######## frac_search_feeder_flat ########
**config.mk**
```make
export PLATFORM = sky130hd
export DESIGN_NAME = frac_search_feeder_flat
export DESIGN_NICKNAME = d
export VERILOG_FILES = /design/src/rtl/frac_pkg.sv /design/src/rtl/frac_search_feeder_if.sv /design/src/rtl/frac_search_feeder.sv /design/src/flat_wrapper.sv
export SDC_FILE = /design/constraint.sdc
export NUM_CORES = 1
export LEC_CHECK = 0
export CAP_MARGIN = 20
export CORE_MARGIN = 2
export CORE_UTILIZATION = 38
export DETAILED_ROUTE_END_ITERATION = 6
export PLACE_DENSITY = 0.87
export SLEW_MARGIN = 30
export SYNTH_ARGS = -nofsm -noshare
export SYNTH_HDL_FRONTEND = slang
export SYNTH_SLANG_ARGS = --single-unit
```
**constraint.sdc**
```tcl
create_clock -name clk -period 2.36 [get_ports clk]
set_input_delay 0.59 -clock clk [delete_from_list [all_inputs] [get_ports clk]]
set_output_delay 0.59 -clock clk [all_outputs]
set_load 0.03 [all_outputs]
```
**src/rtl/frac_pkg.sv**
```systemverilog
// frac_pkg: FSM state encoding and sizing constants shared by the frac_search feeder files
package frac_pkg;
  typedef enum logic [2:0] {IDLE, FETCH, STREAM, WAIT, DONE} state_t;
  localparam int BLK_ROWS = 8;
  localparam int STREAM_STEPS = 9;
  localparam int PIX_W = 8;
  localparam int SAD_W = 12;
  localparam int MV_W = 3;
  localparam int ADDR_W = $clog2(BLK_ROWS);
  localparam int ROW_W = PIX_W * BLK_ROWS;
  localparam int ORG_W = PIX_W * 6;
endpackage

```
**src/rtl/frac_search_feeder_if.sv**
```systemverilog
// frac_search_feeder_if: start/row-memory/frac_search/result bundle; master = feeder, slave = environment; min_* exist only with FRAC_FEEDER_MINSAD_EN
interface frac_search_feeder_if;
  import frac_pkg::*;
  logic start;
  logic [ADDR_W-1:0] cur_addr, org_addr;
  logic [ROW_W-1:0] cur_rdata, cur_pix;
  logic [ORG_W-1:0] org_rdata, org_pix;
  logic ready, busy, result_valid;
  logic [SAD_W-1:0] sad_in, sad;
  logic [MV_W-1:0] mvx_in, mvy_in, mvx, mvy;
`ifdef FRAC_FEEDER_MINSAD_EN
  logic [SAD_W-1:0] min_sad;
  logic [MV_W-1:0] min_mvx, min_mvy;
  modport master (input start, cur_rdata, org_rdata, sad_in, mvx_in, mvy_in,
                  output cur_addr, org_addr, cur_pix, org_pix, ready, busy, result_valid, sad, mvx, mvy,
                  min_sad, min_mvx, min_mvy);
  modport slave (output start, cur_rdata, org_rdata, sad_in, mvx_in, mvy_in,
                 input cur_addr, org_addr, cur_pix, org_pix, ready, busy, result_valid, sad, mvx, mvy,
                 min_sad, min_mvx, min_mvy);
`else
  modport master (input start, cur_rdata, org_rdata, sad_in, mvx_in, mvy_in,
                  output cur_addr, org_addr, cur_pix, org_pix, ready, busy, result_valid, sad, mvx, mvy);
  modport slave (output start, cur_rdata, org_rdata, sad_in, mvx_in, mvy_in,
                 input cur_addr, org_addr, cur_pix, org_pix, ready, busy, result_valid, sad, mvx, mvy);
`endif
endinterface

```
**src/rtl/frac_search_feeder.sv**
```systemverilog
// frac_search_feeder: streams an 8x8 block plus reference rows into frac_search over bus (clk, sync active-high reset), captures SAD/MV; FRAC_FEEDER_MINSAD_EN adds running minimum
module frac_search_feeder
  import frac_pkg::*;
#(
  parameter int RESULT_LAT = 1
) (
  input logic clk,
  input logic reset,
  frac_search_feeder_if.master bus
);
  localparam logic [3:0] LAST = 4'(STREAM_STEPS - 1);
  localparam logic [3:0] LAT = 4'(RESULT_LAT);
  localparam logic [3:0] TOP = 4'(BLK_ROWS - 1);
  state_t state_q, state_d;
  logic [3:0] j_q, j_d, cur_nxt, org_nxt;
  logic [ADDR_W-1:0] cur_addr_q, cur_addr_d, org_addr_q, org_addr_d;
  logic [ROW_W-1:0] cur_pix_q, cur_pix_d;
  logic [ORG_W-1:0] org_pix_q, org_pix_d;
  logic ready_q, busy_q, valid_q;
  logic [SAD_W-1:0] sad_q;
  logic [MV_W-1:0] mvx_q, mvy_q;
  always_comb begin
    state_d = state_q;
    j_d = j_q;
    case (state_q)
      IDLE: state_d = bus.start ? FETCH : IDLE;
      FETCH: begin
        state_d = STREAM;
        j_d = '0;
      end
      STREAM: begin
        state_d = j_q == LAST ? (LAT == 4'd0 ? DONE : WAIT) : STREAM;
        j_d = j_q == LAST ? 4'd1 : j_q + 4'd1;
      end
      WAIT: begin
        state_d = j_q >= LAT ? DONE : WAIT;
        j_d = j_q + 4'd1;
      end
      default: state_d = IDLE;
    endcase
    // Address registers lead the pixel registers by two cycles (address -> memory -> pixel flop)
    cur_nxt = j_d + 4'd2;
    org_nxt = j_d + 4'd1;
    cur_addr_d = state_d == FETCH ? ADDR_W'(1) :
                 state_d == STREAM ? ADDR_W'(cur_nxt > TOP ? TOP : cur_nxt) : '0;
    org_addr_d = state_d == STREAM ? ADDR_W'(org_nxt > TOP ? TOP : org_nxt) : '0;
    cur_pix_d = (state_q == FETCH || (state_q == STREAM && j_q < TOP)) ? bus.cur_rdata :
                (state_q == STREAM && j_q == TOP) ? cur_pix_q : '0;
    org_pix_d = (state_q == STREAM && j_q < LAST) ? bus.org_rdata : '0;
  end
  always_ff @(posedge clk) begin
    if (reset) begin
      state_q <= IDLE;
      j_q <= '0;
      cur_addr_q <= '0;
      org_addr_q <= '0;
      cur_pix_q <= '0;
      org_pix_q <= '0;
      ready_q <= 1'b0;
      busy_q <= 1'b0;
      valid_q <= 1'b0;
      sad_q <= '0;
      mvx_q <= '0;
      mvy_q <= '0;
    end else begin
      state_q <= state_d;
      j_q <= j_d;
      cur_addr_q <= cur_addr_d;
      org_addr_q <= org_addr_d;
      cur_pix_q <= cur_pix_d;
      org_pix_q <= org_pix_d;
      ready_q <= state_d == STREAM;
      busy_q <= state_d inside {FETCH, STREAM, WAIT};
      valid_q <= state_d == DONE;
      if (state_q == DONE) begin
        sad_q <= bus.sad_in;
        mvx_q <= bus.mvx_in;
        mvy_q <= bus.mvy_in;
      end
    end
  end
`ifdef FRAC_FEEDER_MINSAD_EN
  logic [SAD_W-1:0] min_sad_q;
  logic [MV_W-1:0] min_mvx_q, min_mvy_q;
  always_ff @(posedge clk) begin
    if (reset) begin
      min_sad_q <= '1;
      min_mvx_q <= '0;
      min_mvy_q <= '0;
    end else if (state_q == DONE && bus.sad_in < min_sad_q) begin
      min_sad_q <= bus.sad_in;
      min_mvx_q <= bus.mvx_in;
      min_mvy_q <= bus.mvy_in;
    end
  end
  assign bus.min_sad = min_sad_q;
  assign bus.min_mvx = min_mvx_q;
  assign bus.min_mvy = min_mvy_q;
`endif
  assign bus.cur_addr = cur_addr_q;
  assign bus.org_addr = org_addr_q;
  assign bus.cur_pix = cur_pix_q;
  assign bus.org_pix = org_pix_q;
  assign bus.ready = ready_q;
  assign bus.busy = busy_q;
  assign bus.result_valid = valid_q;
  assign bus.sad = sad_q;
  assign bus.mvx = mvx_q;
  assign bus.mvy = mvy_q;
endmodule

```
**src/flat_wrapper.sv**
```systemverilog
// flat-port wrapper written by rule: the top's interface ports become plain ports
module frac_search_feeder_flat import frac_pkg::*;
#(
  parameter int RESULT_LAT = 1
)
  (clk, reset, bus_start, bus_cur_rdata, bus_org_rdata, bus_sad_in, bus_mvx_in, bus_mvy_in, bus_cur_addr, bus_org_addr, bus_cur_pix, bus_org_pix, bus_ready, bus_busy, bus_result_valid, bus_sad, bus_mvx, bus_mvy);
  frac_search_feeder_if bus_i ();
  input logic clk;
  input logic reset;
  input wire logic [$bits(bus_i.start)-1:0] bus_start;
  input wire logic [$bits(bus_i.cur_rdata)-1:0] bus_cur_rdata;
  input wire logic [$bits(bus_i.org_rdata)-1:0] bus_org_rdata;
  input wire logic [$bits(bus_i.sad_in)-1:0] bus_sad_in;
  input wire logic [$bits(bus_i.mvx_in)-1:0] bus_mvx_in;
  input wire logic [$bits(bus_i.mvy_in)-1:0] bus_mvy_in;
  output wire logic [$bits(bus_i.cur_addr)-1:0] bus_cur_addr;
  output wire logic [$bits(bus_i.org_addr)-1:0] bus_org_addr;
  output wire logic [$bits(bus_i.cur_pix)-1:0] bus_cur_pix;
  output wire logic [$bits(bus_i.org_pix)-1:0] bus_org_pix;
  output wire logic [$bits(bus_i.ready)-1:0] bus_ready;
  output wire logic [$bits(bus_i.busy)-1:0] bus_busy;
  output wire logic [$bits(bus_i.result_valid)-1:0] bus_result_valid;
  output wire logic [$bits(bus_i.sad)-1:0] bus_sad;
  output wire logic [$bits(bus_i.mvx)-1:0] bus_mvx;
  output wire logic [$bits(bus_i.mvy)-1:0] bus_mvy;
  assign bus_i.start = bus_start;
  assign bus_i.cur_rdata = bus_cur_rdata;
  assign bus_i.org_rdata = bus_org_rdata;
  assign bus_i.sad_in = bus_sad_in;
  assign bus_i.mvx_in = bus_mvx_in;
  assign bus_i.mvy_in = bus_mvy_in;
  assign bus_cur_addr = bus_i.cur_addr;
  assign bus_org_addr = bus_i.org_addr;
  assign bus_cur_pix = bus_i.cur_pix;
  assign bus_org_pix = bus_i.org_pix;
  assign bus_ready = bus_i.ready;
  assign bus_busy = bus_i.busy;
  assign bus_result_valid = bus_i.result_valid;
  assign bus_sad = bus_i.sad;
  assign bus_mvx = bus_i.mvx;
  assign bus_mvy = bus_i.mvy;
  frac_search_feeder #(.RESULT_LAT(RESULT_LAT)) u_core (.clk(clk), .reset(reset), .bus(bus_i));
endmodule
```
######## pipe_hazard_unit_flat ########
$ cat config.mk
export PLATFORM = sky130hd
export DESIGN_NAME = pipe_hazard_unit_flat
export DESIGN_NICKNAME = d
export VERILOG_FILES = /design/src/rtl/pipe_pkg.sv /design/src/rtl/pipe_hazard_unit_if.sv /design/src/rtl/hazard_decode.sv /design/src/rtl/pipe_hazard_unit.sv /design/src/flat_wrapper.sv
export SDC_FILE = /design/constraint.sdc
export NUM_CORES = 1
export LEC_CHECK = 0
export CORE_UTILIZATION = 40
export CTS_CLUSTER_DIAMETER = 40
export DETAILED_ROUTE_END_ITERATION = 10
export DONT_BUFFER_PORTS = 1
export GPL_TIMING_DRIVEN = 0
export PLACE_DENSITY = 0.53
export SYNTH_ARGS = -nofsm -noshare
export SYNTH_HDL_FRONTEND = slang
export SYNTH_SLANG_ARGS = --single-unit
$ cat constraint.sdc
create_clock -name clk -period 1.7 [get_ports clk]
set_input_delay 0.17 -clock clk [delete_from_list [all_inputs] [get_ports clk]]
set_output_delay 0.17 -clock clk [all_outputs]
set_load 0.005 [all_outputs]
$ cat src/rtl/pipe_pkg.sv
// Shared definitions for the pipeline hazard controller: opcodes, the
// scoreboard entry type, the controller FSM states and a match helper.
package pipe_pkg;

  localparam logic [5:0] OP_RTYPE = 6'h00;
  localparam logic [5:0] OP_J     = 6'h02;
  localparam logic [5:0] OP_JAL   = 6'h03;
  localparam logic [5:0] OP_BEQ   = 6'h04;
  localparam logic [5:0] OP_BNE   = 6'h05;
  localparam logic [5:0] OP_ADDI  = 6'h08;
  localparam logic [5:0] OP_ADDIU = 6'h09;
  localparam logic [5:0] OP_SLTI  = 6'h0A;
  localparam logic [5:0] OP_ANDI  = 6'h0C;
  localparam logic [5:0] OP_ORI   = 6'h0D;
  localparam logic [5:0] OP_XORI  = 6'h0E;
  localparam logic [5:0] OP_LUI   = 6'h0F;
  localparam logic [5:0] OP_LW    = 6'h23;
  localparam logic [5:0] OP_SW    = 6'h2B;

  localparam logic [4:0] REG_ZERO = 5'd0;
  localparam logic [4:0] REG_RA   = 5'd31;

  // One in-flight producer: which register it will write and whether the
  // value only appears after the memory stage.
  typedef struct packed {
    logic       valid;
    logic [4:0] dest;
    logic       is_load;
  } sb_entry_t;

  typedef enum logic {
    ST_RUN   = 1'b0,
    ST_STALL = 1'b1
  } state_t;

  // True when a live scoreboard entry writes a register the ID instruction reads.
  function automatic logic sb_match(input sb_entry_t e,
                                    input logic rs_used, input logic [4:0] rs,
                                    input logic rt_used, input logic [4:0] rt);
    return e.valid && ((rs_used && (rs == e.dest)) || (rt_used && (rt == e.dest)));
  endfunction

endpackage

$ cat src/rtl/pipe_hazard_unit_if.sv
// Bundle between the pipeline datapath (master) and the hazard unit (slave).
// The dbg_* signals expose controller state for observation only.
interface pipe_hazard_unit_if
  import pipe_pkg::*;
#(
  parameter int CNT_W = 16
);
  logic [31:0]      inst_id;
  logic             id_valid;
  logic             branch_taken_ma;
  logic             pc_we;
  logic             ifid_we;
  logic             ifid_flush;
  logic             idex_clear;
  logic             exma_flush;
  logic [CNT_W-1:0] stall_cycles;
  logic [CNT_W-1:0] flush_events;
  state_t           dbg_state;
  sb_entry_t        dbg_ex;
  sb_entry_t        dbg_ma;
  sb_entry_t        dbg_wb;

  modport master (
    output inst_id, id_valid, branch_taken_ma,
    input  pc_we, ifid_we, ifid_flush, idex_clear, exma_flush,
    input  stall_cycles, flush_events, dbg_state, dbg_ex, dbg_ma, dbg_wb
  );

  modport slave (
    input  inst_id, id_valid, branch_taken_ma,
    output pc_we, ifid_we, ifid_flush, idex_clear, exma_flush,
    output stall_cycles, flush_events, dbg_state, dbg_ex, dbg_ma, dbg_wb
  );
endinterface

$ cat src/rtl/hazard_decode.sv
// Combinational decode of the ID instruction into the registers it reads
// and the register it will write. Register 0 is filtered out on both sides.
module hazard_decode
  import pipe_pkg::*;
(
  input  logic [31:0] i_inst,
  output logic        o_src_rs_used,
  output logic        o_src_rt_used,
  output logic [4:0]  o_dest,
  output logic        o_dest_valid,
  output logic        o_is_load
);
  logic [5:0]  w_op;
  logic [4:0]  w_rs, w_rt, w_rd;
  logic        w_rs_used, w_rt_used, w_writes;
  logic        w_unused;

  assign w_op     = i_inst[31:26];
  assign w_rs     = i_inst[25:21];
  assign w_rt     = i_inst[20:16];
  assign w_rd     = i_inst[15:11];
  assign w_unused = ^i_inst[10:0];

  // Opcode table: sources read and destination written.
  always_comb begin
    // NOTE: every output gets a default first so no path leaves it unassigned (no latch).
    w_rs_used = 1'b0;
    w_rt_used = 1'b0;
    w_writes  = 1'b0;
    o_dest    = REG_ZERO;
    o_is_load = 1'b0;
    case (w_op)
      OP_RTYPE: begin
        w_rs_used = 1'b1;
        w_rt_used = 1'b1;
        w_writes  = 1'b1;
        o_dest    = w_rd;
      end
      OP_LW: begin
        w_rs_used = 1'b1;
        w_writes  = 1'b1;
        o_dest    = w_rt;
        o_is_load = 1'b1;
      end
      OP_SW, OP_BEQ, OP_BNE: begin
        w_rs_used = 1'b1;
        w_rt_used = 1'b1;
      end
      OP_ADDI, OP_ADDIU, OP_SLTI, OP_ANDI, OP_ORI, OP_XORI: begin
        w_rs_used = 1'b1;
        w_writes  = 1'b1;
        o_dest    = w_rt;
      end
      OP_LUI: begin
        w_writes = 1'b1;
        o_dest   = w_rt;
      end
      OP_JAL: begin
        w_writes = 1'b1;
        o_dest   = REG_RA;
      end
      default: ;
    endcase
  end

  assign o_src_rs_used = w_rs_used && (w_rs != REG_ZERO);
  assign o_src_rt_used = w_rt_used && (w_rt != REG_ZERO);
  assign o_dest_valid  = w_writes && (o_dest != REG_ZERO);

endmodule

$ cat src/rtl/pipe_hazard_unit.sv
// Stall/flush controller for the five-stage pipeline. Keeps an EX/MA/WB
// destination scoreboard and compares it with the ID sources each cycle.
// Build option: HAZARD_FORWARD_EN -- when defined only load-use hazards
// stall (forwarding exists downstream); otherwise any RAW hit in EX or MA stalls.
module pipe_hazard_unit
  import pipe_pkg::*;
#(
  parameter int CNT_W = 16
)(
  input logic               clk,
  input logic               rst,
  pipe_hazard_unit_if.slave bus
);
  sb_entry_t        r_ex, r_ma, r_wb, w_id_entry;
  state_t           r_state, w_state_nxt;
  logic [CNT_W-1:0] r_stall_cycles, r_flush_events;
  logic             w_rs_used, w_rt_used, w_dest_valid, w_is_load;
  logic [4:0]       w_dest, w_rs, w_rt;
  logic             w_match_ex, w_match_ma, w_haz_raw, w_haz, w_flush, w_stall;
  logic             w_pc_we, w_ifid_we, w_ifid_flush, w_idex_clear, w_exma_flush;

  hazard_decode u_decode (
    .i_inst        (bus.inst_id),
    .o_src_rs_used (w_rs_used),
    .o_src_rt_used (w_rt_used),
    .o_dest        (w_dest),
    .o_dest_valid  (w_dest_valid),
    .o_is_load     (w_is_load)
  );

  assign w_rs       = bus.inst_id[25:21];
  assign w_rt       = bus.inst_id[20:16];
  assign w_id_entry = '{valid: w_dest_valid, dest: w_dest, is_load: w_is_load};
  assign w_match_ex = sb_match(r_ex, w_rs_used, w_rs, w_rt_used, w_rt);
  assign w_match_ma = sb_match(r_ma, w_rs_used, w_rs, w_rt_used, w_rt);

`ifdef HAZARD_FORWARD_EN
  assign w_haz_raw = w_match_ex && r_ex.is_load;
`else
  assign w_haz_raw = w_match_ex || w_match_ma;
`endif

  // A bubble in ID has no sources, so it can never be held back.
  assign w_haz   = bus.id_valid && w_haz_raw;
  assign w_flush = bus.branch_taken_ma;
  assign w_stall = w_haz && !w_flush;

  // Mealy control outputs: reset hold, then flush over stall over run.
  always_comb begin
    w_pc_we      = 1'b1;
    w_ifid_we    = 1'b1;
    w_ifid_flush = 1'b0;
    w_idex_clear = 1'b0;
    w_exma_flush = 1'b0;
    if (!rst) begin
      w_pc_we      = 1'b0;
      w_ifid_we    = 1'b0;
      w_idex_clear = 1'b1;
    end else if (w_flush) begin
      w_ifid_flush = 1'b1;
      w_idex_clear = 1'b1;
      w_exma_flush = 1'b1;
    end else if (w_haz) begin
      w_pc_we      = 1'b0;
      w_ifid_we    = 1'b0;
      w_idex_clear = 1'b1;
    end
  end

  // FSM next state: stay stalled only while an unflushed hazard persists.
  always_comb begin
    w_state_nxt = r_state;
    case (r_state)
      ST_RUN:   if (w_stall) w_state_nxt = ST_STALL;
      ST_STALL: if (!w_haz || w_flush) w_state_nxt = ST_RUN;
      default:  w_state_nxt = ST_RUN;
    endcase
  end

  // FSM state register.
  always_ff @(posedge clk or negedge rst) begin
    // NOTE: sequential state uses non-blocking assignments so every flop samples pre-edge values.
    if (!rst) r_state <= ST_RUN;
    else      r_state <= w_state_nxt;
  end

  // Scoreboard shift EX->MA->WB; squashed or bubble slots enter as invalid.
  always_ff @(posedge clk or negedge rst) begin
    if (!rst) begin
      r_ex <= '0;
      r_ma <= '0;
      r_wb <= '0;
    end else begin
      r_wb <= r_ma;
      r_ma <= w_exma_flush ? '0 : r_ex;
      r_ex <= (w_idex_clear || !bus.id_valid) ? '0 : w_id_entry;
    end
  end

  // Saturating performance counters.
  always_ff @(posedge clk or negedge rst) begin
    if (!rst) begin
      r_stall_cycles <= '0;
      r_flush_events <= '0;
    end else begin
      if (w_stall && (r_stall_cycles != '1)) r_stall_cycles <= r_stall_cycles + 1'b1;
      if (w_flush && (r_flush_events != '1)) r_flush_events <= r_flush_events + 1'b1;
    end
  end

  assign bus.pc_we        = w_pc_we;
  assign bus.ifid_we      = w_ifid_we;
  assign bus.ifid_flush   = w_ifid_flush;
  assign bus.idex_clear   = w_idex_clear;
  assign bus.exma_flush   = w_exma_flush;
  assign bus.stall_cycles = r_stall_cycles;
  assign bus.flush_events = r_flush_events;
  assign bus.dbg_state    = r_state;
  assign bus.dbg_ex       = r_ex;
  assign bus.dbg_ma       = r_ma;
  assign bus.dbg_wb       = r_wb;

endmodule

$ cat src/flat_wrapper.sv
// flat-port wrapper written by rule: the top's interface ports become plain ports
module pipe_hazard_unit_flat import pipe_pkg::*;
#(
  parameter int CNT_W = 16
)
  (clk, rst, bus_inst_id, bus_id_valid, bus_branch_taken_ma, bus_pc_we, bus_ifid_we, bus_ifid_flush, bus_idex_clear, bus_exma_flush, bus_stall_cycles, bus_flush_events, bus_dbg_state, bus_dbg_ex, bus_dbg_ma, bus_dbg_wb);
  pipe_hazard_unit_if #(.CNT_W(CNT_W)) bus_i ();
  input logic clk;
  input logic rst;
  input wire logic [$bits(bus_i.inst_id)-1:0] bus_inst_id;
  input wire logic [$bits(bus_i.id_valid)-1:0] bus_id_valid;
  input wire logic [$bits(bus_i.branch_taken_ma)-1:0] bus_branch_taken_ma;
  output wire logic [$bits(bus_i.pc_we)-1:0] bus_pc_we;
  output wire logic [$bits(bus_i.ifid_we)-1:0] bus_ifid_we;
  output wire logic [$bits(bus_i.ifid_flush)-1:0] bus_ifid_flush;
  output wire logic [$bits(bus_i.idex_clear)-1:0] bus_idex_clear;
  output wire logic [$bits(bus_i.exma_flush)-1:0] bus_exma_flush;
  output wire logic [$bits(bus_i.stall_cycles)-1:0] bus_stall_cycles;
  output wire logic [$bits(bus_i.flush_events)-1:0] bus_flush_events;
  output wire logic [$bits(bus_i.dbg_state)-1:0] bus_dbg_state;
  output wire logic [$bits(bus_i.dbg_ex)-1:0] bus_dbg_ex;
  output wire logic [$bits(bus_i.dbg_ma)-1:0] bus_dbg_ma;
  output wire logic [$bits(bus_i.dbg_wb)-1:0] bus_dbg_wb;
  assign bus_i.inst_id = bus_inst_id;
  assign bus_i.id_valid = bus_id_valid;
  assign bus_i.branch_taken_ma = bus_branch_taken_ma;
  assign bus_pc_we = bus_i.pc_we;
  assign bus_ifid_we = bus_i.ifid_we;
  assign bus_ifid_flush = bus_i.ifid_flush;
  assign bus_idex_clear = bus_i.idex_clear;
  assign bus_exma_flush = bus_i.exma_flush;
  assign bus_stall_cycles = bus_i.stall_cycles;
  assign bus_flush_events = bus_i.flush_events;
  assign bus_dbg_state = bus_i.dbg_state;
  assign bus_dbg_ex = bus_i.dbg_ex;
  assign bus_dbg_ma = bus_i.dbg_ma;
  assign bus_dbg_wb = bus_i.dbg_wb;
  pipe_hazard_unit #(.CNT_W(CNT_W)) u_core (.clk(clk), .rst(rst), .bus(bus_i));
endmodule

## Gallery

Cell density map.
Plate I
(4 px per micron) The die is cut into 8 by 8 equal tiles; dark blue is low, red is high, 0 to 100% covered.
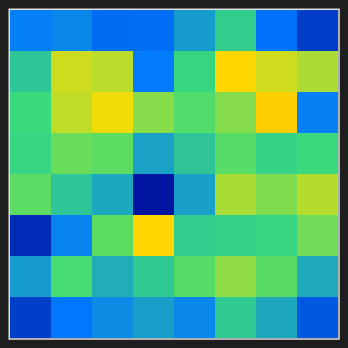
Plate II
(3 px per micron) The die is cut into 12 by 12 equal tiles; dark blue is low, red is high, 0 to 100% covered.
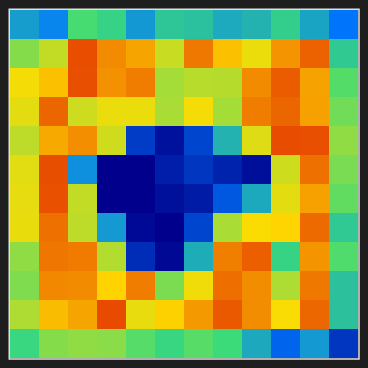
- Plate II = frac_search_feeder_flat
- Plate I = pipe_hazard_unit_flat
- highest utilization: Plate II
- largest die: Plate II

**pipe_hazard_unit_flat: wires at chosen ports, followed through buffers**

(4 px per micron)
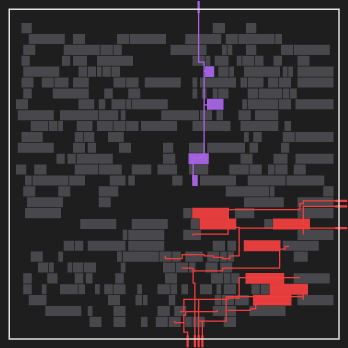
legend:
  bus_dbg_ma:
    color: red
    bits: 7
    direction: output
    end_cells: 7
    buffers: 0
    wire: 284 microns
  bus_branch_taken_ma:
    color: purple
    bits: 1
    direction: input
    end_cells: 5
    buffers: 0
    wire: 47.7 microns
IO buf count: 0
boundary pin count: 95

==> impl.org, pipe_hazard_unit_flat <==
#+TITLE: Implementation results

** Run status
- The run finished, with violations left.
- Violated checks :: negative setup slack

** Synth
- Flip-flops with a built-in enable :: 0
- Sorting the Yosys area breakdown by cell type puts at the top dfrtp_1.
- Leading cell types by total area after synthesis :: dfrtp_1, xnor2_1, xor2_1, nand3_1, nand2_1
- Post-synthesis average cell area :: 10.9 sq um
- For this run, the leading register cell type out of synthesis is dfrtp_1.

** Layout
- # fillers :: roughly 560
- Post-route insts no fill :: 334
- Inverter count of the layout excluding clock inverters :: 3
- Most frequent logic cell in the layout :: dfrtp_1
- After the last flow step, the layout net total stands at approximately 300.
- By area, sequential cells come first.
- Summing all non-filler instances in the final layout gives an area of 3110 sq um.
- From synthesis to final layout, the design area changed by 21.2%.

** STA
- Post-Route Setup TNS :: -6570 ps
- Final worst setup slack :: -422 ps
- Fmax achieved :: 471 MHz
- Count of endpoints failing setup in the final report :: 27

** Detailed routing
- Per the log, the first TritonRoute iteration ended with a DRC count of approximately 78.
- Met3 Wirelength :: 281 microns

** Power
- Switching power share of the total :: 27.2%
- The analysis attributes to net switching a power of 0.000737 W.

** Worst setup path
- The signal on the critical path passes through xor2_1 > nor3_1 > nand3_1 > o22ai_1 > a22oi_2 > and2b_2 > nor2b_4 > buf_4.
- Reg-to-reg slack, setup :: -370 ps
- Nature of the critical path endpoint :: output pin
- The data arrival time reported for the critical path is 1950 ps.
- Per STA, the endpoint of the critical path is bus_pc_we.
- Counting cells, the worst reg-to-reg path comes to 9.

** Placed design
- Detailed placement reports a standard cell area of about 2700 sq um.
- RePlAce Congestion :: 0.776

** Clock tree
- Number of setup buffers added after CTS :: 5
- CTS tree :: built
- Maximum buffer depth of the clock tree :: 2

** Floorplan
- Die X-Extent :: between 80 and 90 microns
- Vertical die size :: 82.1 microns
- Starting density of the core :: 42.3%

** Global routing
- Initial antenna violation count :: 0
- Routing resource usage on met1 recorded by global route was 24.0%.
- The first global-routing pass estimated 8670 microns of wire.
- Entering global routing, the biggest net connects 55 pins.
pipe_hazard_unit_flat: critical path, delay by kind of cell, from the launching register on:
kind                      cells  cell delay, ps
and+or+nand+nor               4             580
buffers and inverters         1             130
AOI/OAI and AO/OA             2             290
DFF                           1             460
xor gates and xnor gates      1             180
pipe_hazard_unit_flat: cell families after synthesis:
logic type      Yosys count  share of synthesized area, %
compound gates           18                          5.66
xor+xnor                 50                          17.1
fa+ha+maj                 2                         0.976
buf+inv                   8                          1.76
flops                    54                          52.7
mux                       1                         0.439
simple gates            102                          21.4
**frac_search_feeder_flat: sizing map**

(3 px per micron)
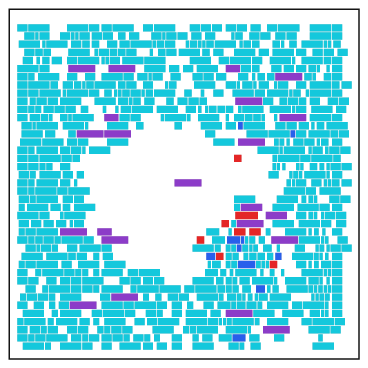
legend:
  x3 and x4:
    color: red
    cells: 8
  x1 and smaller:
    color: cyan
    cells: 710
  x2:
    color: blue
    cells: 10
  x6 and larger:
    color: purple
    cells: 22
Design Area, Final: 8140 sq um
final worst setup slack: 170 ps
count of buffers not belonging to the clock network in the layout: 278
layout overhead on the synthesized area: 70.4%

==> impl.org, frac_search_feeder_flat <==
#+TITLE: Implementation results

** Synth
- During synthesis, Yosys emitted a total of 0 warnings.
- Aoi/oai-family share of the synthesized area :: approximately 15%
- Of the total synthesized cell area, the portion taken by AND, OR, NAND and NOR gates is between 10% and 20%.
- Among all flip-flop cells after synthesis, the most frequent one is dfxtp_1.
- Most frequent cells after synthesis :: dfxtp_1, nor2_1, a22oi_1
- Post-synthesis, Yosys gives the total cell area as 4780 sq um.
- The synthesized netlist contains 32 unique library cells.
- Xor/xnor share of the synthesized area :: less than 1%

** Clock tree
- Clock-pin slew was measured on the worst setup and hold paths at 50 ps.
- Sink Count :: 146

** Detailed routing
- The detailed router placed 4426 vias in this run.
- Routed length on met2 :: 7530 microns
- Antenna viol nets, final :: 0

** Floorplan
- Total number of tap cells :: 168
- Die ar. :: 13500 sq um

** STA
- Between clock sinks in the finished design, the worst skew comes to 5.03 ps.
- Minimum period implied by the final worst setup slack :: 2190 ps
- At the pin with the least slew margin, the transition time is 820 ps.
- Per the final report, max-transition violations number 0.
- Fmax achieved :: between 400 and 500 MHz

** Power
- The dominant power group in this design is registers.
- Of the total power, registers draw 45.8%.
- Total power after layout :: 0.00569 W
- Net Sw Power :: 0.00133 W
- Clk power :: 0.00226 W
- Worst vdd rail ir drop :: 0.000475 V

** Layout
- According to the cell report, the number of logic gates is approximately 300.
- After layout the clock buffers and inverters come to 5.95% of cell area.
- Fill cells in the final layout number between 900 and 1000.

** Placed design
- After detailed placement, the total cell area comes to about 7700 sq um.
- The buffer_ports step reported a buffer count of 271.

** Run status
- The flow ran to the end, and the final reports show no timing, DRC or antenna violations.

** Job
- The report counts max-capacitance violations totalling 0.
## frac_search_feeder_flat: worst register-to-register path: cells and delay by family, from the launching register on
family / cells / cell delay (ps)
adder cells (fa/ha/maj): 1 / 250
flip-flops: 1 / 570
AND/OR/NAND/NOR: 2 / 490
AND-OR/OR-AND: 3 / 510
buffers and inverters: 1 / 70
XOR/XNOR: 1 / 170

######## vga_timing_gen_flat ########
<file path="config.mk">
export PLATFORM = sky130hd
export DESIGN_NAME = vga_timing_gen_flat
export DESIGN_NICKNAME = d
export VERILOG_FILES = /design/src/rtl/vga_pkg.sv /design/src/rtl/vga_timing_gen_if.sv /design/src/rtl/vga_timing_gen_sync_delay.sv /design/src/rtl/vga_timing_gen.sv /design/src/flat_wrapper.sv
export SDC_FILE = /design/constraint.sdc
export NUM_CORES = 1
export LEC_CHECK = 0
export ABC_CLOCK_PERIOD_IN_PS = 2950
export CAP_MARGIN = 20
export CORE_MARGIN = 5
export CORE_UTILIZATION = 30
export DETAILED_ROUTE_END_ITERATION = 16
export GPL_TIMING_DRIVEN = 1
export HOLD_SLACK_MARGIN = 0.05
export SLEW_MARGIN = 20
export SYNTH_ARGS = -nofsm -noshare
export SYNTH_HDL_FRONTEND = slang
export SYNTH_HIERARCHICAL = 1
export SYNTH_SLANG_ARGS = --single-unit
export TNS_END_PERCENT = 10
</file>
<file path="constraint.sdc">
create_clock -name clk_83 -period 2.95 [get_ports clk_83]
set_clock_uncertainty 0.15 [all_clocks]
set_input_delay 0.59 -clock clk_83 [delete_from_list [all_inputs] [get_ports clk_83]]
set_output_delay 0.59 -clock clk_83 [all_outputs]
set_load 0.02 [all_outputs]
</file>
<file path="src/rtl/vga_pkg.sv">
// Shared timing constants and types for the 1280x800 @ 60 Hz display path.
// The draw stage imports the coordinate widths from here.
package vga_pkg;

  localparam int unsigned VGA_H_ACTIVE = 1280;
  localparam int unsigned VGA_H_FP     = 64;
  localparam int unsigned VGA_H_SYNC   = 136;
  localparam int unsigned VGA_H_BP     = 200;
  localparam int unsigned VGA_V_ACTIVE = 800;
  localparam int unsigned VGA_V_FP     = 1;
  localparam int unsigned VGA_V_SYNC   = 3;
  localparam int unsigned VGA_V_BP     = 24;

  localparam int unsigned VGA_H_TOTAL = VGA_H_ACTIVE + VGA_H_FP + VGA_H_SYNC + VGA_H_BP;
  localparam int unsigned VGA_V_TOTAL = VGA_V_ACTIVE + VGA_V_FP + VGA_V_SYNC + VGA_V_BP;

  localparam bit VGA_H_POL = 1'b0;
  localparam bit VGA_V_POL = 1'b1;

  localparam int X_W   = 11;
  localparam int Y_W   = 10;
  localparam int RGB_W = 4;

  // Raw or delayed timing flags travelling down the delay line together.
  typedef struct packed {
    logic de;
    logic hs;
    logic vs;
  } timing_t;

  localparam int TIMING_W = $bits(timing_t);

endpackage

</file>
<file path="src/rtl/vga_timing_gen_if.sv">
// Scan-coordinate / colour bus between the timing generator and the draw stage.
interface vga_timing_gen_if;
  import vga_pkg::*;

  logic [X_W-1:0]   draw_x;
  logic [Y_W-1:0]   draw_y;
  logic [RGB_W-1:0] draw_r;
  logic [RGB_W-1:0] draw_g;
  logic [RGB_W-1:0] draw_b;

  modport master (output draw_x, draw_y, input draw_r, draw_g, draw_b);
  modport slave  (input draw_x, draw_y, output draw_r, draw_g, draw_b);
endinterface

</file>
<file path="src/rtl/vga_timing_gen_sync_delay.sv">
// WIDTH x DEPTH shift register with synchronous active-low clear.
// DEPTH of 0 degenerates to a wire so callers need no special case.
module sync_delay #(
  parameter int WIDTH = 3,
  parameter int DEPTH = 1
) (
  input  logic             clk,
  input  logic             rst_n,
  input  logic [WIDTH-1:0] d,
  output logic [WIDTH-1:0] q
);

  if (DEPTH == 0) begin : g_bypass
    assign q = d;
  end else begin : g_line
    logic [WIDTH-1:0] stage [DEPTH];

    // NOTE: every stage is cleared, not just the last: a stale sync bit left
    // mid-line would otherwise emerge as a partial pulse after reset.
    always_ff @(posedge clk) begin
      if (!rst_n) begin
        for (int i = 0; i < DEPTH; i++) stage[i] <= '0;
      end else begin
        stage[0] <= d;
        for (int i = 1; i < DEPTH; i++) stage[i] <= stage[i-1];
      end
    end

    assign q = stage[DEPTH-1];
  end

endmodule

</file>
<file path="src/rtl/vga_timing_gen.sv">
// Pixel-timing generator and VGA output stage: scan counters, sync/blank
// decode, draw-latency delay line, blanked colour register and frame tick.
module vga_timing_gen
  import vga_pkg::*;
#(
  parameter int unsigned H_ACTIVE = VGA_H_ACTIVE,
  parameter int unsigned H_FP     = VGA_H_FP,
  parameter int unsigned H_SYNC   = VGA_H_SYNC,
  parameter int unsigned H_BP     = VGA_H_BP,
  parameter int unsigned V_ACTIVE = VGA_V_ACTIVE,
  parameter int unsigned V_FP     = VGA_V_FP,
  parameter int unsigned V_SYNC   = VGA_V_SYNC,
  parameter int unsigned V_BP     = VGA_V_BP,
  parameter bit          H_POL    = VGA_H_POL,
  parameter bit          V_POL    = VGA_V_POL,
  parameter int unsigned PIPE_DLY = 1
) (
  input  logic             clk_83,
  input  logic             rst_n,
  vga_timing_gen_if.master draw,
  output logic [RGB_W-1:0] vga_r,
  output logic [RGB_W-1:0] vga_g,
  output logic [RGB_W-1:0] vga_b,
  output logic             vga_hs,
  output logic             vga_vs,
  output logic             frame_tick,
  output logic             active
);

  localparam int unsigned H_TOTAL = H_ACTIVE + H_FP + H_SYNC + H_BP;
  localparam int unsigned V_TOTAL = V_ACTIVE + V_FP + V_SYNC + V_BP;

  localparam logic [X_W-1:0] H_ACT_END = X_W'(H_ACTIVE);
  localparam logic [X_W-1:0] HS_START  = X_W'(H_ACTIVE + H_FP);
  localparam logic [X_W-1:0] HS_END    = X_W'(H_ACTIVE + H_FP + H_SYNC);
  localparam logic [X_W-1:0] H_LAST    = X_W'(H_TOTAL - 1);
  localparam logic [Y_W-1:0] V_ACT_END = Y_W'(V_ACTIVE);
  localparam logic [Y_W-1:0] VS_START  = Y_W'(V_ACTIVE + V_FP);
  localparam logic [Y_W-1:0] VS_END    = Y_W'(V_ACTIVE + V_FP + V_SYNC);
  localparam logic [Y_W-1:0] V_LAST    = Y_W'(V_TOTAL - 1);
  localparam logic [Y_W-1:0] V_PRE_BLK = Y_W'(V_ACTIVE - 1);

  logic [X_W-1:0] hcount;
  logic [Y_W-1:0] vcount;
  timing_t        raw;
  timing_t        dly;
  timing_t        line_q;

  // NOTE: non-blocking assignments keep every flop sampling pre-edge values,
  // so the hcount wrap test and the vcount update see the same hcount.
  always_ff @(posedge clk_83) begin
    if (!rst_n) begin
      hcount <= '0;
      vcount <= '0;
    end else if (hcount == H_LAST) begin
      hcount <= '0;
      vcount <= (vcount == V_LAST) ? '0 : vcount + 1'b1;
    end else begin
      hcount <= hcount + 1'b1;
    end
  end

  assign draw.draw_x = hcount;
  assign draw.draw_y = vcount;

  assign raw.de = (hcount < H_ACT_END) && (vcount < V_ACT_END);
  assign raw.hs = (hcount >= HS_START) && (hcount < HS_END);
  assign raw.vs = (vcount >= VS_START) && (vcount < VS_END);

  // Matches the draw-stage latency; the register below adds the final stage.
  sync_delay #(
    .WIDTH (TIMING_W),
    .DEPTH (int'(PIPE_DLY))
  ) u_sync_delay (
    .clk   (clk_83),
    .rst_n (rst_n),
    .d     (raw),
    .q     (dly)
  );

  always_ff @(posedge clk_83) begin
    if (!rst_n) begin
      line_q     <= '0;
      vga_r      <= '0;
      vga_g      <= '0;
      vga_b      <= '0;
      frame_tick <= 1'b0;
    end else begin
      line_q <= dly;
      if (dly.de) begin
        vga_r <= draw.draw_r;
        vga_g <= draw.draw_g;
        vga_b <= draw.draw_b;
      end else begin
        vga_r <= '0;
        vga_g <= '0;
        vga_b <= '0;
      end
      // Registered one clock early so the pulse lands on (0, V_ACTIVE).
      frame_tick <= (hcount == H_LAST) && (vcount == V_PRE_BLK);
    end
  end

  assign active = line_q.de;
  assign vga_hs = line_q.hs ? H_POL : ~H_POL;
  assign vga_vs = line_q.vs ? V_POL : ~V_POL;

endmodule

</file>
<file path="src/flat_wrapper.sv">
// flat-port wrapper written by rule: the top's interface ports become plain ports
module vga_timing_gen_flat import vga_pkg::*;
#(
  parameter int unsigned H_ACTIVE = VGA_H_ACTIVE,
  parameter int unsigned H_FP     = VGA_H_FP,
  parameter int unsigned H_SYNC   = VGA_H_SYNC,
  parameter int unsigned H_BP     = VGA_H_BP,
  parameter int unsigned V_ACTIVE = VGA_V_ACTIVE,
  parameter int unsigned V_FP     = VGA_V_FP,
  parameter int unsigned V_SYNC   = VGA_V_SYNC,
  parameter int unsigned V_BP     = VGA_V_BP,
  parameter bit          H_POL    = VGA_H_POL,
  parameter bit          V_POL    = VGA_V_POL,
  parameter int unsigned PIPE_DLY = 1
)
  (clk_83, rst_n, vga_r, vga_g, vga_b, vga_hs, vga_vs, frame_tick, active, draw_draw_x, draw_draw_y, draw_draw_r, draw_draw_g, draw_draw_b);
  vga_timing_gen_if draw_i ();
  input  logic clk_83;
  input  logic rst_n;
  output logic [RGB_W-1:0] vga_r;
  output logic [RGB_W-1:0] vga_g;
  output logic [RGB_W-1:0] vga_b;
  output logic vga_hs;
  output logic vga_vs;
  output logic frame_tick;
  output logic active;
  output wire logic [$bits(draw_i.draw_x)-1:0] draw_draw_x;
  output wire logic [$bits(draw_i.draw_y)-1:0] draw_draw_y;
  input wire logic [$bits(draw_i.draw_r)-1:0] draw_draw_r;
  input wire logic [$bits(draw_i.draw_g)-1:0] draw_draw_g;
  input wire logic [$bits(draw_i.draw_b)-1:0] draw_draw_b;
  assign draw_draw_x = draw_i.draw_x;
  assign draw_draw_y = draw_i.draw_y;
  assign draw_i.draw_r = draw_draw_r;
  assign draw_i.draw_g = draw_draw_g;
  assign draw_i.draw_b = draw_draw_b;
  vga_timing_gen #(.H_ACTIVE(H_ACTIVE), .H_FP(H_FP), .H_SYNC(H_SYNC), .H_BP(H_BP), .V_ACTIVE(V_ACTIVE), .V_FP(V_FP), .V_SYNC(V_SYNC), .V_BP(V_BP), .H_POL(H_POL), .V_POL(V_POL), .PIPE_DLY(PIPE_DLY)) u_core (.clk_83(clk_83), .rst_n(rst_n), .draw(draw_i), .vga_r(vga_r), .vga_g(vga_g), .vga_b(vga_b), .vga_hs(vga_hs), .vga_vs(vga_vs), .frame_tick(frame_tick), .active(active));
endmodule
</file>
######## restoring_div_arbiter_flat ########
## src/rtl/restoring_div_arbiter_if.sv

```systemverilog
// Request/response bundle for the shared restoring divider.
// master = client side, slave = divider side.
interface restoring_div_arbiter_if #(
    parameter int NREQ = 4,
    parameter int W    = 4
);
    localparam int IDW = (NREQ > 1) ? $clog2(NREQ) : 1;

    logic [NREQ-1:0]     req_valid;
    logic [NREQ-1:0]     req_ready;
    logic [NREQ*2*W-1:0] req_dividend;
    logic [NREQ*W-1:0]   req_divisor;
    logic                rsp_valid;
    logic                rsp_ready;
    logic [IDW-1:0]      rsp_id;
    logic [W-1:0]        rsp_quotient;
    logic [W-1:0]        rsp_remainder;
    logic                rsp_err;
    logic                busy;

    modport master (
        output req_valid,
        output req_dividend,
        output req_divisor,
        output rsp_ready,
        input  req_ready,
        input  rsp_valid,
        input  rsp_id,
        input  rsp_quotient,
        input  rsp_remainder,
        input  rsp_err,
        input  busy
    );

    modport slave (
        input  req_valid,
        input  req_dividend,
        input  req_divisor,
        input  rsp_ready,
        output req_ready,
        output rsp_valid,
        output rsp_id,
        output rsp_quotient,
        output rsp_remainder,
        output rsp_err,
        output busy
    );
endinterface

```

## src/rtl/restoring_div_arbiter.sv

```systemverilog
// Round-robin shared restoring divider (2W/W), one quotient bit per cycle.
// Optional RDIV_STATS_EN adds saturating op/error counters.
module restoring_div_arbiter #(
    parameter int NREQ = 4,
    parameter int W    = 4
) (
    input  logic clk,
    input  logic rst_n,
    restoring_div_arbiter_if.slave bus
`ifdef RDIV_STATS_EN
    ,
    output logic [15:0] stat_ops,
    output logic [15:0] stat_errs
`endif
);
    localparam int IDW = (NREQ > 1) ? $clog2(NREQ) : 1;
    localparam int CW  = $clog2(W + 1);

    typedef enum logic [1:0] {
        S_IDLE = 2'd0,
        S_RUN  = 2'd1,
        S_DONE = 2'd2
    } state_t;

    state_t         r_state;
    state_t         w_next;
    logic [IDW-1:0] r_rr_ptr;
    logic [IDW-1:0] r_id;
    logic [W-1:0]   r_dvs;
    logic [W-1:0]   r_lo;
    logic [W-1:0]   r_p;
    logic [W-1:0]   r_q;
    logic           r_err;
    logic [CW-1:0]  r_cnt;

    logic           w_found;
    logic [IDW-1:0] w_grant;
    logic [IDW-1:0] w_idx;
    logic [NREQ-1:0] w_ready;
    logic           w_hs;
    logic           w_rsp_hs;
    logic [2*W-1:0] w_sel_dvd;
    logic [W-1:0]   w_sel_dvs;
    logic           w_err;
    logic [W:0]     w_sh;
    logic [W:0]     w_t;

    // Cyclic search for the first valid requester starting at rr_ptr
    always_comb begin
        w_found = 1'b0;
        w_grant = '0;
        w_idx   = '0;
        for (int k = 0; k < NREQ; k++) begin
            w_idx = IDW'((int'(r_rr_ptr) + k) % NREQ);
            if (!w_found && bus.req_valid[w_idx]) begin
                w_found = 1'b1;
                w_grant = w_idx;
            end
        end
    end

    // Ready only toward the granted requester, only while idle
    always_comb begin
        w_ready = '0;
        if (rst_n && r_state == S_IDLE && w_found) begin
            w_ready[w_grant] = 1'b1;
        end
    end

    assign w_hs      = rst_n && (r_state == S_IDLE) && w_found;
    assign w_rsp_hs  = (r_state == S_DONE) && bus.rsp_ready;
    assign w_sel_dvd = bus.req_dividend[w_grant*2*W +: 2*W];
    assign w_sel_dvs = bus.req_divisor[w_grant*W +: W];
    // Zero divisor is covered too: any high half is >= 0
    assign w_err     = (w_sel_dvd[2*W-1:W] >= w_sel_dvs);

    // Shift in the next dividend bit and trial-subtract the divisor
    assign w_sh = {r_p, r_lo[W-1]};
    assign w_t  = w_sh - {1'b0, r_dvs};

    // State register
    always_ff @(posedge clk) begin
        if (!rst_n) begin
            r_state <= S_IDLE;
        end else begin
            r_state <= w_next;
        end
    end

    // Next-state logic
    always_comb begin
        w_next = r_state;
        case (r_state)
            S_IDLE: begin
                if (w_hs) begin
                    w_next = w_err ? S_DONE : S_RUN;
                end
            end
            S_RUN: begin
                if (r_cnt == CW'(1)) begin
                    w_next = S_DONE;
                end
            end
            S_DONE: begin
                if (bus.rsp_ready) begin
                    w_next = S_IDLE;
                end
            end
            default: w_next = S_IDLE;
        endcase
    end

    // Operand capture, arbitration pointer and divider iteration
    always_ff @(posedge clk) begin
        if (!rst_n) begin
            r_rr_ptr <= '0;
            r_id     <= '0;
            r_dvs    <= '0;
            r_lo     <= '0;
            r_p      <= '0;
            r_q      <= '0;
            r_err    <= 1'b0;
            r_cnt    <= '0;
        end else begin
            case (r_state)
                S_IDLE: begin
                    if (w_hs) begin
                        r_id     <= w_grant;
                        r_rr_ptr <= (w_grant == IDW'(NREQ - 1)) ? '0
                                    : w_grant + 1'b1;
                        r_dvs    <= w_sel_dvs;
                        r_lo     <= w_sel_dvd[W-1:0];
                        r_cnt    <= CW'(W);
                        if (w_err) begin
                            r_err <= 1'b1;
                            r_q   <= '1;
                            r_p   <= '0;
                        end else begin
                            r_err <= 1'b0;
                            r_q   <= '0;
                            r_p   <= w_sel_dvd[2*W-1:W];
                        end
                    end
                end
                S_RUN: begin
                    r_lo  <= r_lo << 1;
                    r_cnt <= r_cnt - 1'b1;
                    if (!w_t[W]) begin
                        r_p <= w_t[W-1:0];
                        r_q <= {r_q[W-2:0], 1'b1};
                    end else begin
                        r_p <= w_sh[W-1:0];
                        r_q <= {r_q[W-2:0], 1'b0};
                    end
                end
                default: ;
            endcase
        end
    end

`ifdef RDIV_STATS_EN
    logic [15:0] r_stat_ops;
    logic [15:0] r_stat_errs;

    // Saturating counters of completed responses and error responses
    always_ff @(posedge clk) begin
        if (!rst_n) begin
            r_stat_ops  <= '0;
            r_stat_errs <= '0;
        end else if (w_rsp_hs) begin
            if (r_stat_ops != 16'hFFFF) begin
                r_stat_ops <= r_stat_ops + 16'd1;
            end
            if (r_err && r_stat_errs != 16'hFFFF) begin
                r_stat_errs <= r_stat_errs + 16'd1;
            end
        end
    end

    assign stat_ops  = r_stat_ops;
    assign stat_errs = r_stat_errs;
`else
    logic w_unused;
    assign w_unused = w_rsp_hs;
`endif

    assign bus.req_ready     = w_ready;
    assign bus.rsp_valid     = (r_state == S_DONE);
    assign bus.rsp_id        = r_id;
    assign bus.rsp_quotient  = r_q;
    assign bus.rsp_remainder = r_p;
    assign bus.rsp_err       = r_err;
    assign bus.busy          = (r_state != S_IDLE);
endmodule

```

## src/flat_wrapper.sv

```systemverilog
// flat-port wrapper written by rule: the top's interface ports become plain ports
module restoring_div_arbiter_flat 
#(
    parameter int NREQ = 4,
    parameter int W    = 4
)
  (clk, rst_n, bus_req_valid, bus_req_dividend, bus_req_divisor, bus_rsp_ready, bus_req_ready, bus_rsp_valid, bus_rsp_id, bus_rsp_quotient, bus_rsp_remainder, bus_rsp_err, bus_busy);
  restoring_div_arbiter_if #(.NREQ(NREQ), .W(W)) bus_i ();
  input  logic clk;
  input  logic rst_n;
  input wire logic [$bits(bus_i.req_valid)-1:0] bus_req_valid;
  input wire logic [$bits(bus_i.req_dividend)-1:0] bus_req_dividend;
  input wire logic [$bits(bus_i.req_divisor)-1:0] bus_req_divisor;
  input wire logic [$bits(bus_i.rsp_ready)-1:0] bus_rsp_ready;
  output wire logic [$bits(bus_i.req_ready)-1:0] bus_req_ready;
  output wire logic [$bits(bus_i.rsp_valid)-1:0] bus_rsp_valid;
  output wire logic [$bits(bus_i.rsp_id)-1:0] bus_rsp_id;
  output wire logic [$bits(bus_i.rsp_quotient)-1:0] bus_rsp_quotient;
  output wire logic [$bits(bus_i.rsp_remainder)-1:0] bus_rsp_remainder;
  output wire logic [$bits(bus_i.rsp_err)-1:0] bus_rsp_err;
  output wire logic [$bits(bus_i.busy)-1:0] bus_busy;
  assign bus_i.req_valid = bus_req_valid;
  assign bus_i.req_dividend = bus_req_dividend;
  assign bus_i.req_divisor = bus_req_divisor;
  assign bus_i.rsp_ready = bus_rsp_ready;
  assign bus_req_ready = bus_i.req_ready;
  assign bus_rsp_valid = bus_i.rsp_valid;
  assign bus_rsp_id = bus_i.rsp_id;
  assign bus_rsp_quotient = bus_i.rsp_quotient;
  assign bus_rsp_remainder = bus_i.rsp_remainder;
  assign bus_rsp_err = bus_i.rsp_err;
  assign bus_busy = bus_i.busy;
  restoring_div_arbiter #(.NREQ(NREQ), .W(W)) u_core (.clk(clk), .rst_n(rst_n), .bus(bus_i));
endmodule
```

## config.mk

```make
export PLATFORM = sky130hd
export DESIGN_NAME = restoring_div_arbiter_flat
export DESIGN_NICKNAME = d
export VERILOG_FILES = /design/src/rtl/restoring_div_arbiter_if.sv /design/src/rtl/restoring_div_arbiter.sv /design/src/flat_wrapper.sv
export SDC_FILE = /design/constraint.sdc
export NUM_CORES = 1
export LEC_CHECK = 0
export CORE_UTILIZATION = 49
export DETAILED_ROUTE_END_ITERATION = 16
export PLACE_DENSITY = 0.92
export SLEW_MARGIN = 20
export SYNTH_ARGS = -nofsm -noshare
export SYNTH_HDL_FRONTEND = slang
export SYNTH_SLANG_ARGS = --single-unit
```

## constraint.sdc

```tcl
create_clock -name clk -period 10.1 [get_ports clk]
set_clock_uncertainty 0.1 [all_clocks]
set_input_delay 1.01 -clock clk [delete_from_list [all_inputs] [get_ports clk]]
set_output_delay 1.01 -clock clk [all_outputs]
set_load 0.005 [all_outputs]
```

**vga_timing_gen_flat: sizing map**

(4 px per micron)
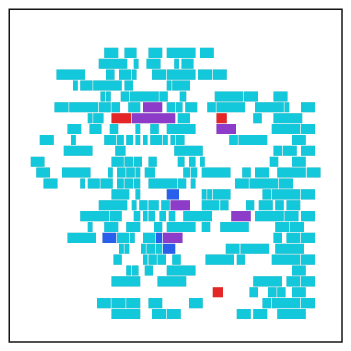
legend:
  x2:
    color: blue
    cells: 4
  x1 and smaller:
    color: cyan
    cells: 207
  x3 and x4:
    color: red
    cells: 3
  x6 and larger:
    color: purple
    cells: 6
count of buffers not belonging to the clock network in the layout: 51
Design Area, Final: 2260 sq um
final worst setup slack: 625 ps

**vga_timing_gen_flat: cell placement**

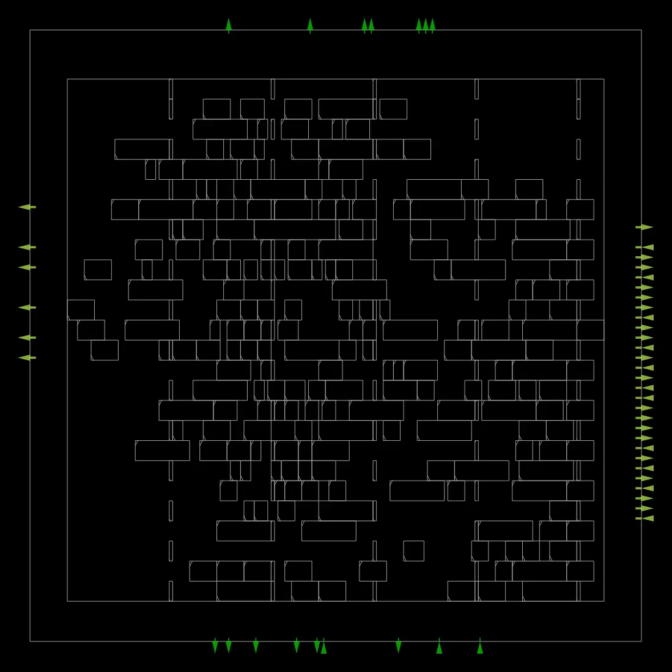
core footprint: 5140 sq um
utilization after layout: 44.0%
flip-flop and latch share of the layout cell area: 35.4%
total number of tap cells: 70
post-route insts no fill: 290

==> impl.org, vga_timing_gen_flat <==
#+TITLE: Implementation results

** Global routing
- The initial antenna violation count is 0.
- Vias in the first global route :: 1307

** Run status
- Outcome :: complete, no violations

** Placed design
- Per the gpl log, the routability congestion estimate is 0.802.

** Floorplan
- The floorplan step set the die height to 82.8 microns.

** STA
- Per the slew report, the remaining headroom to the max-slew limit stands at just over 60%.
- For reference, the final report shows the max-slew violation count at 0.

** Synth
- Yosys reports a chip area of around 1600 sq um.
- Synthesized cell area :: 1590 sq um

** Power
- Share of total power in combinational logic :: 6.7%

** Worst setup path
- Launch point of the critical path :: u_core/draw.draw_x[0]
- Origin of the critical flop-to-flop path :: u_core/draw.draw_x[0]

** Job
- Max-Cap Viols :: 0

** Clock tree
- Cts repair resizes :: 0
- TritonCTS built the clock tree.

** Layout
- Area of the multi-input gates :: ~730 sq um
==> vga_timing_gen_flat: kinds of logic after synthesis <==
kind of cell | after synthesis | synth area share (%)
multiplexers | 1 | 0.629
buffers and inverters | 13 | 3.70
flip-flops | 40 | 50.4
AND/OR/NAND/NOR | 83 | 29.0
XOR/XNOR | 13 | 7.16
adder cells (fa/ha/maj) | 4 | 3.15
AND-OR/OR-AND | 14 | 5.98
**restoring_div_arbiter_flat: sizing map**

(6 px per micron)
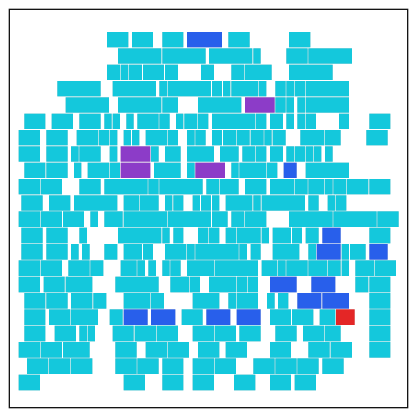
legend:
  x1 and smaller:
    color: cyan
    cells: 279
  x2:
    color: blue
    cells: 13
  x3 and x4:
    color: red
    cells: 1
  x6 and larger:
    color: purple
    cells: 4
final worst setup slack: 5600 ps
Design Area, Final: 2730 sq um
layout overhead on the synthesized area: 35.3%

==> impl.org, restoring_div_arbiter_flat <==
#+TITLE: Implementation results

** Hold path
- In this run the most critical hold path is launched from u_core.bus.rsp_id[0].
- The worst hold path terminates at u_core.bus.rsp_id[0].
- Hold WC Path Type :: reg2reg

** Clock tree
- Total clock buffers created by CTS :: 3
- TritonCTS built the clock tree.
- In this run the clock root is driven by a clkbuf_8.

** Synth
- Aoi/oai-family share of the synthesized area :: 22.3%
- Counting the warning lines in the Yosys log gives 0.
- After synthesis the cells add up to around 2000 sq um.
- Dominant register cell in the synthesized netlist :: dfxtp_1
- Counting instances in the post-synthesis netlist gives the leading cell types as dfxtp_1, nand2_1, mux2i_1.
- Per the synth stats, the proportion of register bits with asynchronous set or reset is 0%.
- Leading cell types by total area after synthesis :: dfxtp_1, mux2i_1, ha_1, nand2_1, o21ai_0
- Largest family of logic cells by area :: AND-OR/OR-AND gates
- Flip-flops with a built-in enable :: 0

** Floorplan
- The die is ~66 microns tall.
- Count of standard-cell rows :: 22

** Power
- The flow reports power dissipated in sequential cells as 0.000189 W.
- Summed over all cells, the static leakage comes to 1.07 nW.
- Clk power :: 0.0000683 W
- In this run the power spent charging and discharging nets is 0.000317 W.
- After layout, the design draws a total of roughly 0.00072 W.

** Worst setup path
- By startpoint and endpoint, the worst setup path is classified as in2out.
- In this run the critical register-to-register path is launched from u_core.r_rr_ptr[0].
- The most critical setup path has its startpoint at bus_req_valid[3].
- The worst register-to-register path has a setup slack of around 6500 ps.

** Global routing
- First-pass GRT wire length :: 8100 microns
- In the global route stage, met2 resource usage came out at 45.7%.
- Global routing used 24.2% of the available tracks across all layers.

** Detailed routing
- Routed length on met1 :: between 1500 and 2000 microns
- Starting DRT DRC Count :: roughly 120

** Placed design
- The buffer_ports step reported a buffer count of 71.
- Once detailed placement completed, the half-perimeter wirelength came to between 3000 and 4000 microns.

** Layout
- Number of flip-flops and latches :: 26
- In the final layout, flip-flops and latches occupy 520 sq um.
- Flip-flop and latch share of the layout cell area :: 19.1%
- After layout, the inverter instance count without clock inverters stands at 14.

** STA
- OpenROAD reports that the post-layout worst path occupies 44.5% of the period.
- Unrepaired setup endpoints after global routing :: false

** Job
- The run reported a max-capacitance violation count of 0.

** Run status
- Outcome :: complete, no violations
-- restoring_div_arbiter_flat: worst max-delay path, stage by stage --
cell,delay (ps)
clkdlybuf4s50_1,540
nor2b_1,70
o21ai_0,250
o221a_2,520
inv_1,190
ha_1,210
and2_1,140
clkdlybuf4s50_1,440
-- restoring_div_arbiter_flat: registers in the layout (all words and copies together), names as in the netlist --
signal,count
u_core.bus.rsp_quotient,4
u_core.bus.rsp_remainder,4
u_core.r_dvs,4
u_core.r_lo,4
u_core.r_cnt,3
u_core.bus.rsp_id,2
u_core.r_rr_ptr,2
u_core.r_state,2
u_core.bus.rsp_err,1

==> screenshots <==
Cell density map.
panel A
(4 px per micron) The die is cut into 8 by 8 equal tiles; dark blue is low, red is high, 0 to 100% covered.
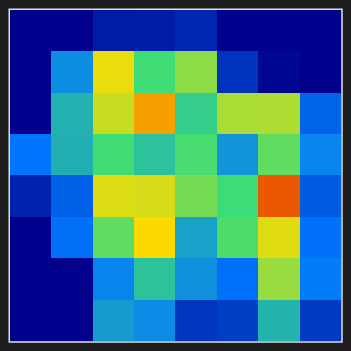
panel B
(6 px per micron) The die is cut into 7 by 7 equal tiles; dark blue is low, red is high, 0 to 100% covered.
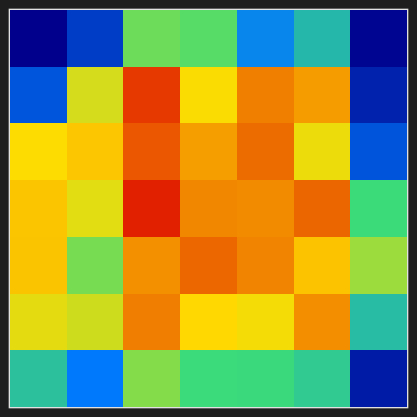
- vga_timing_gen_flat = panel A
- restoring_div_arbiter_flat = panel B
Of these, highest utilization: panel B
Of these, largest die: panel A



==> screenshots <==
Cell placement.
(a)
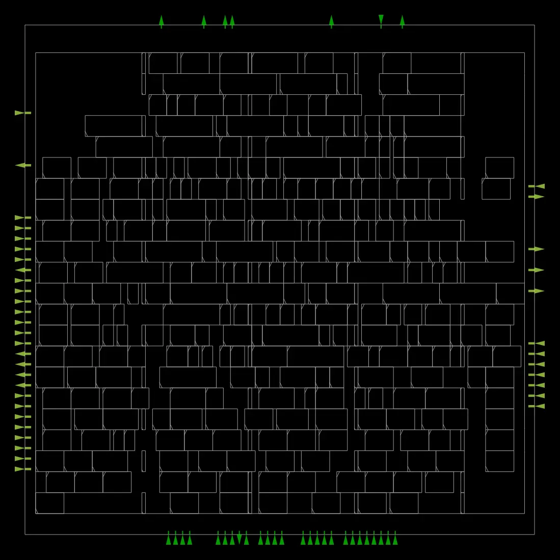
(b)
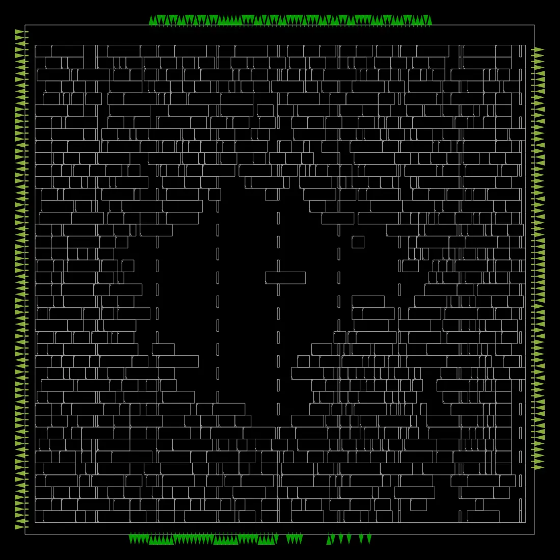
(c)
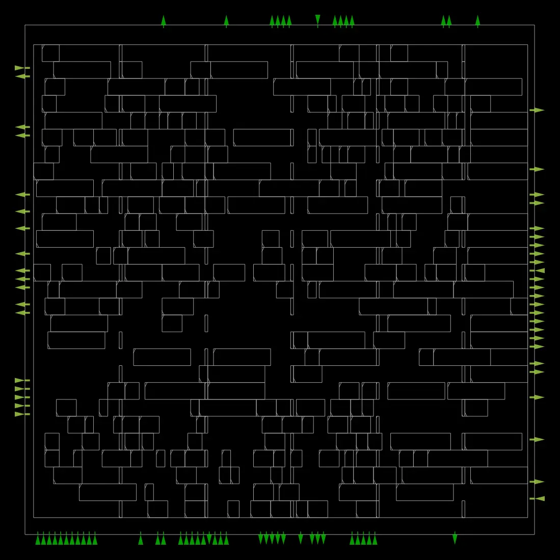
restoring_div_arbiter_flat is (a).
pipe_hazard_unit_flat is (c).
frac_search_feeder_flat is (b).
The one with the fewest sequential cells is (a).
The one with the most sequential cells is (b).

Power is estimated from default activity; no workload was simulated.
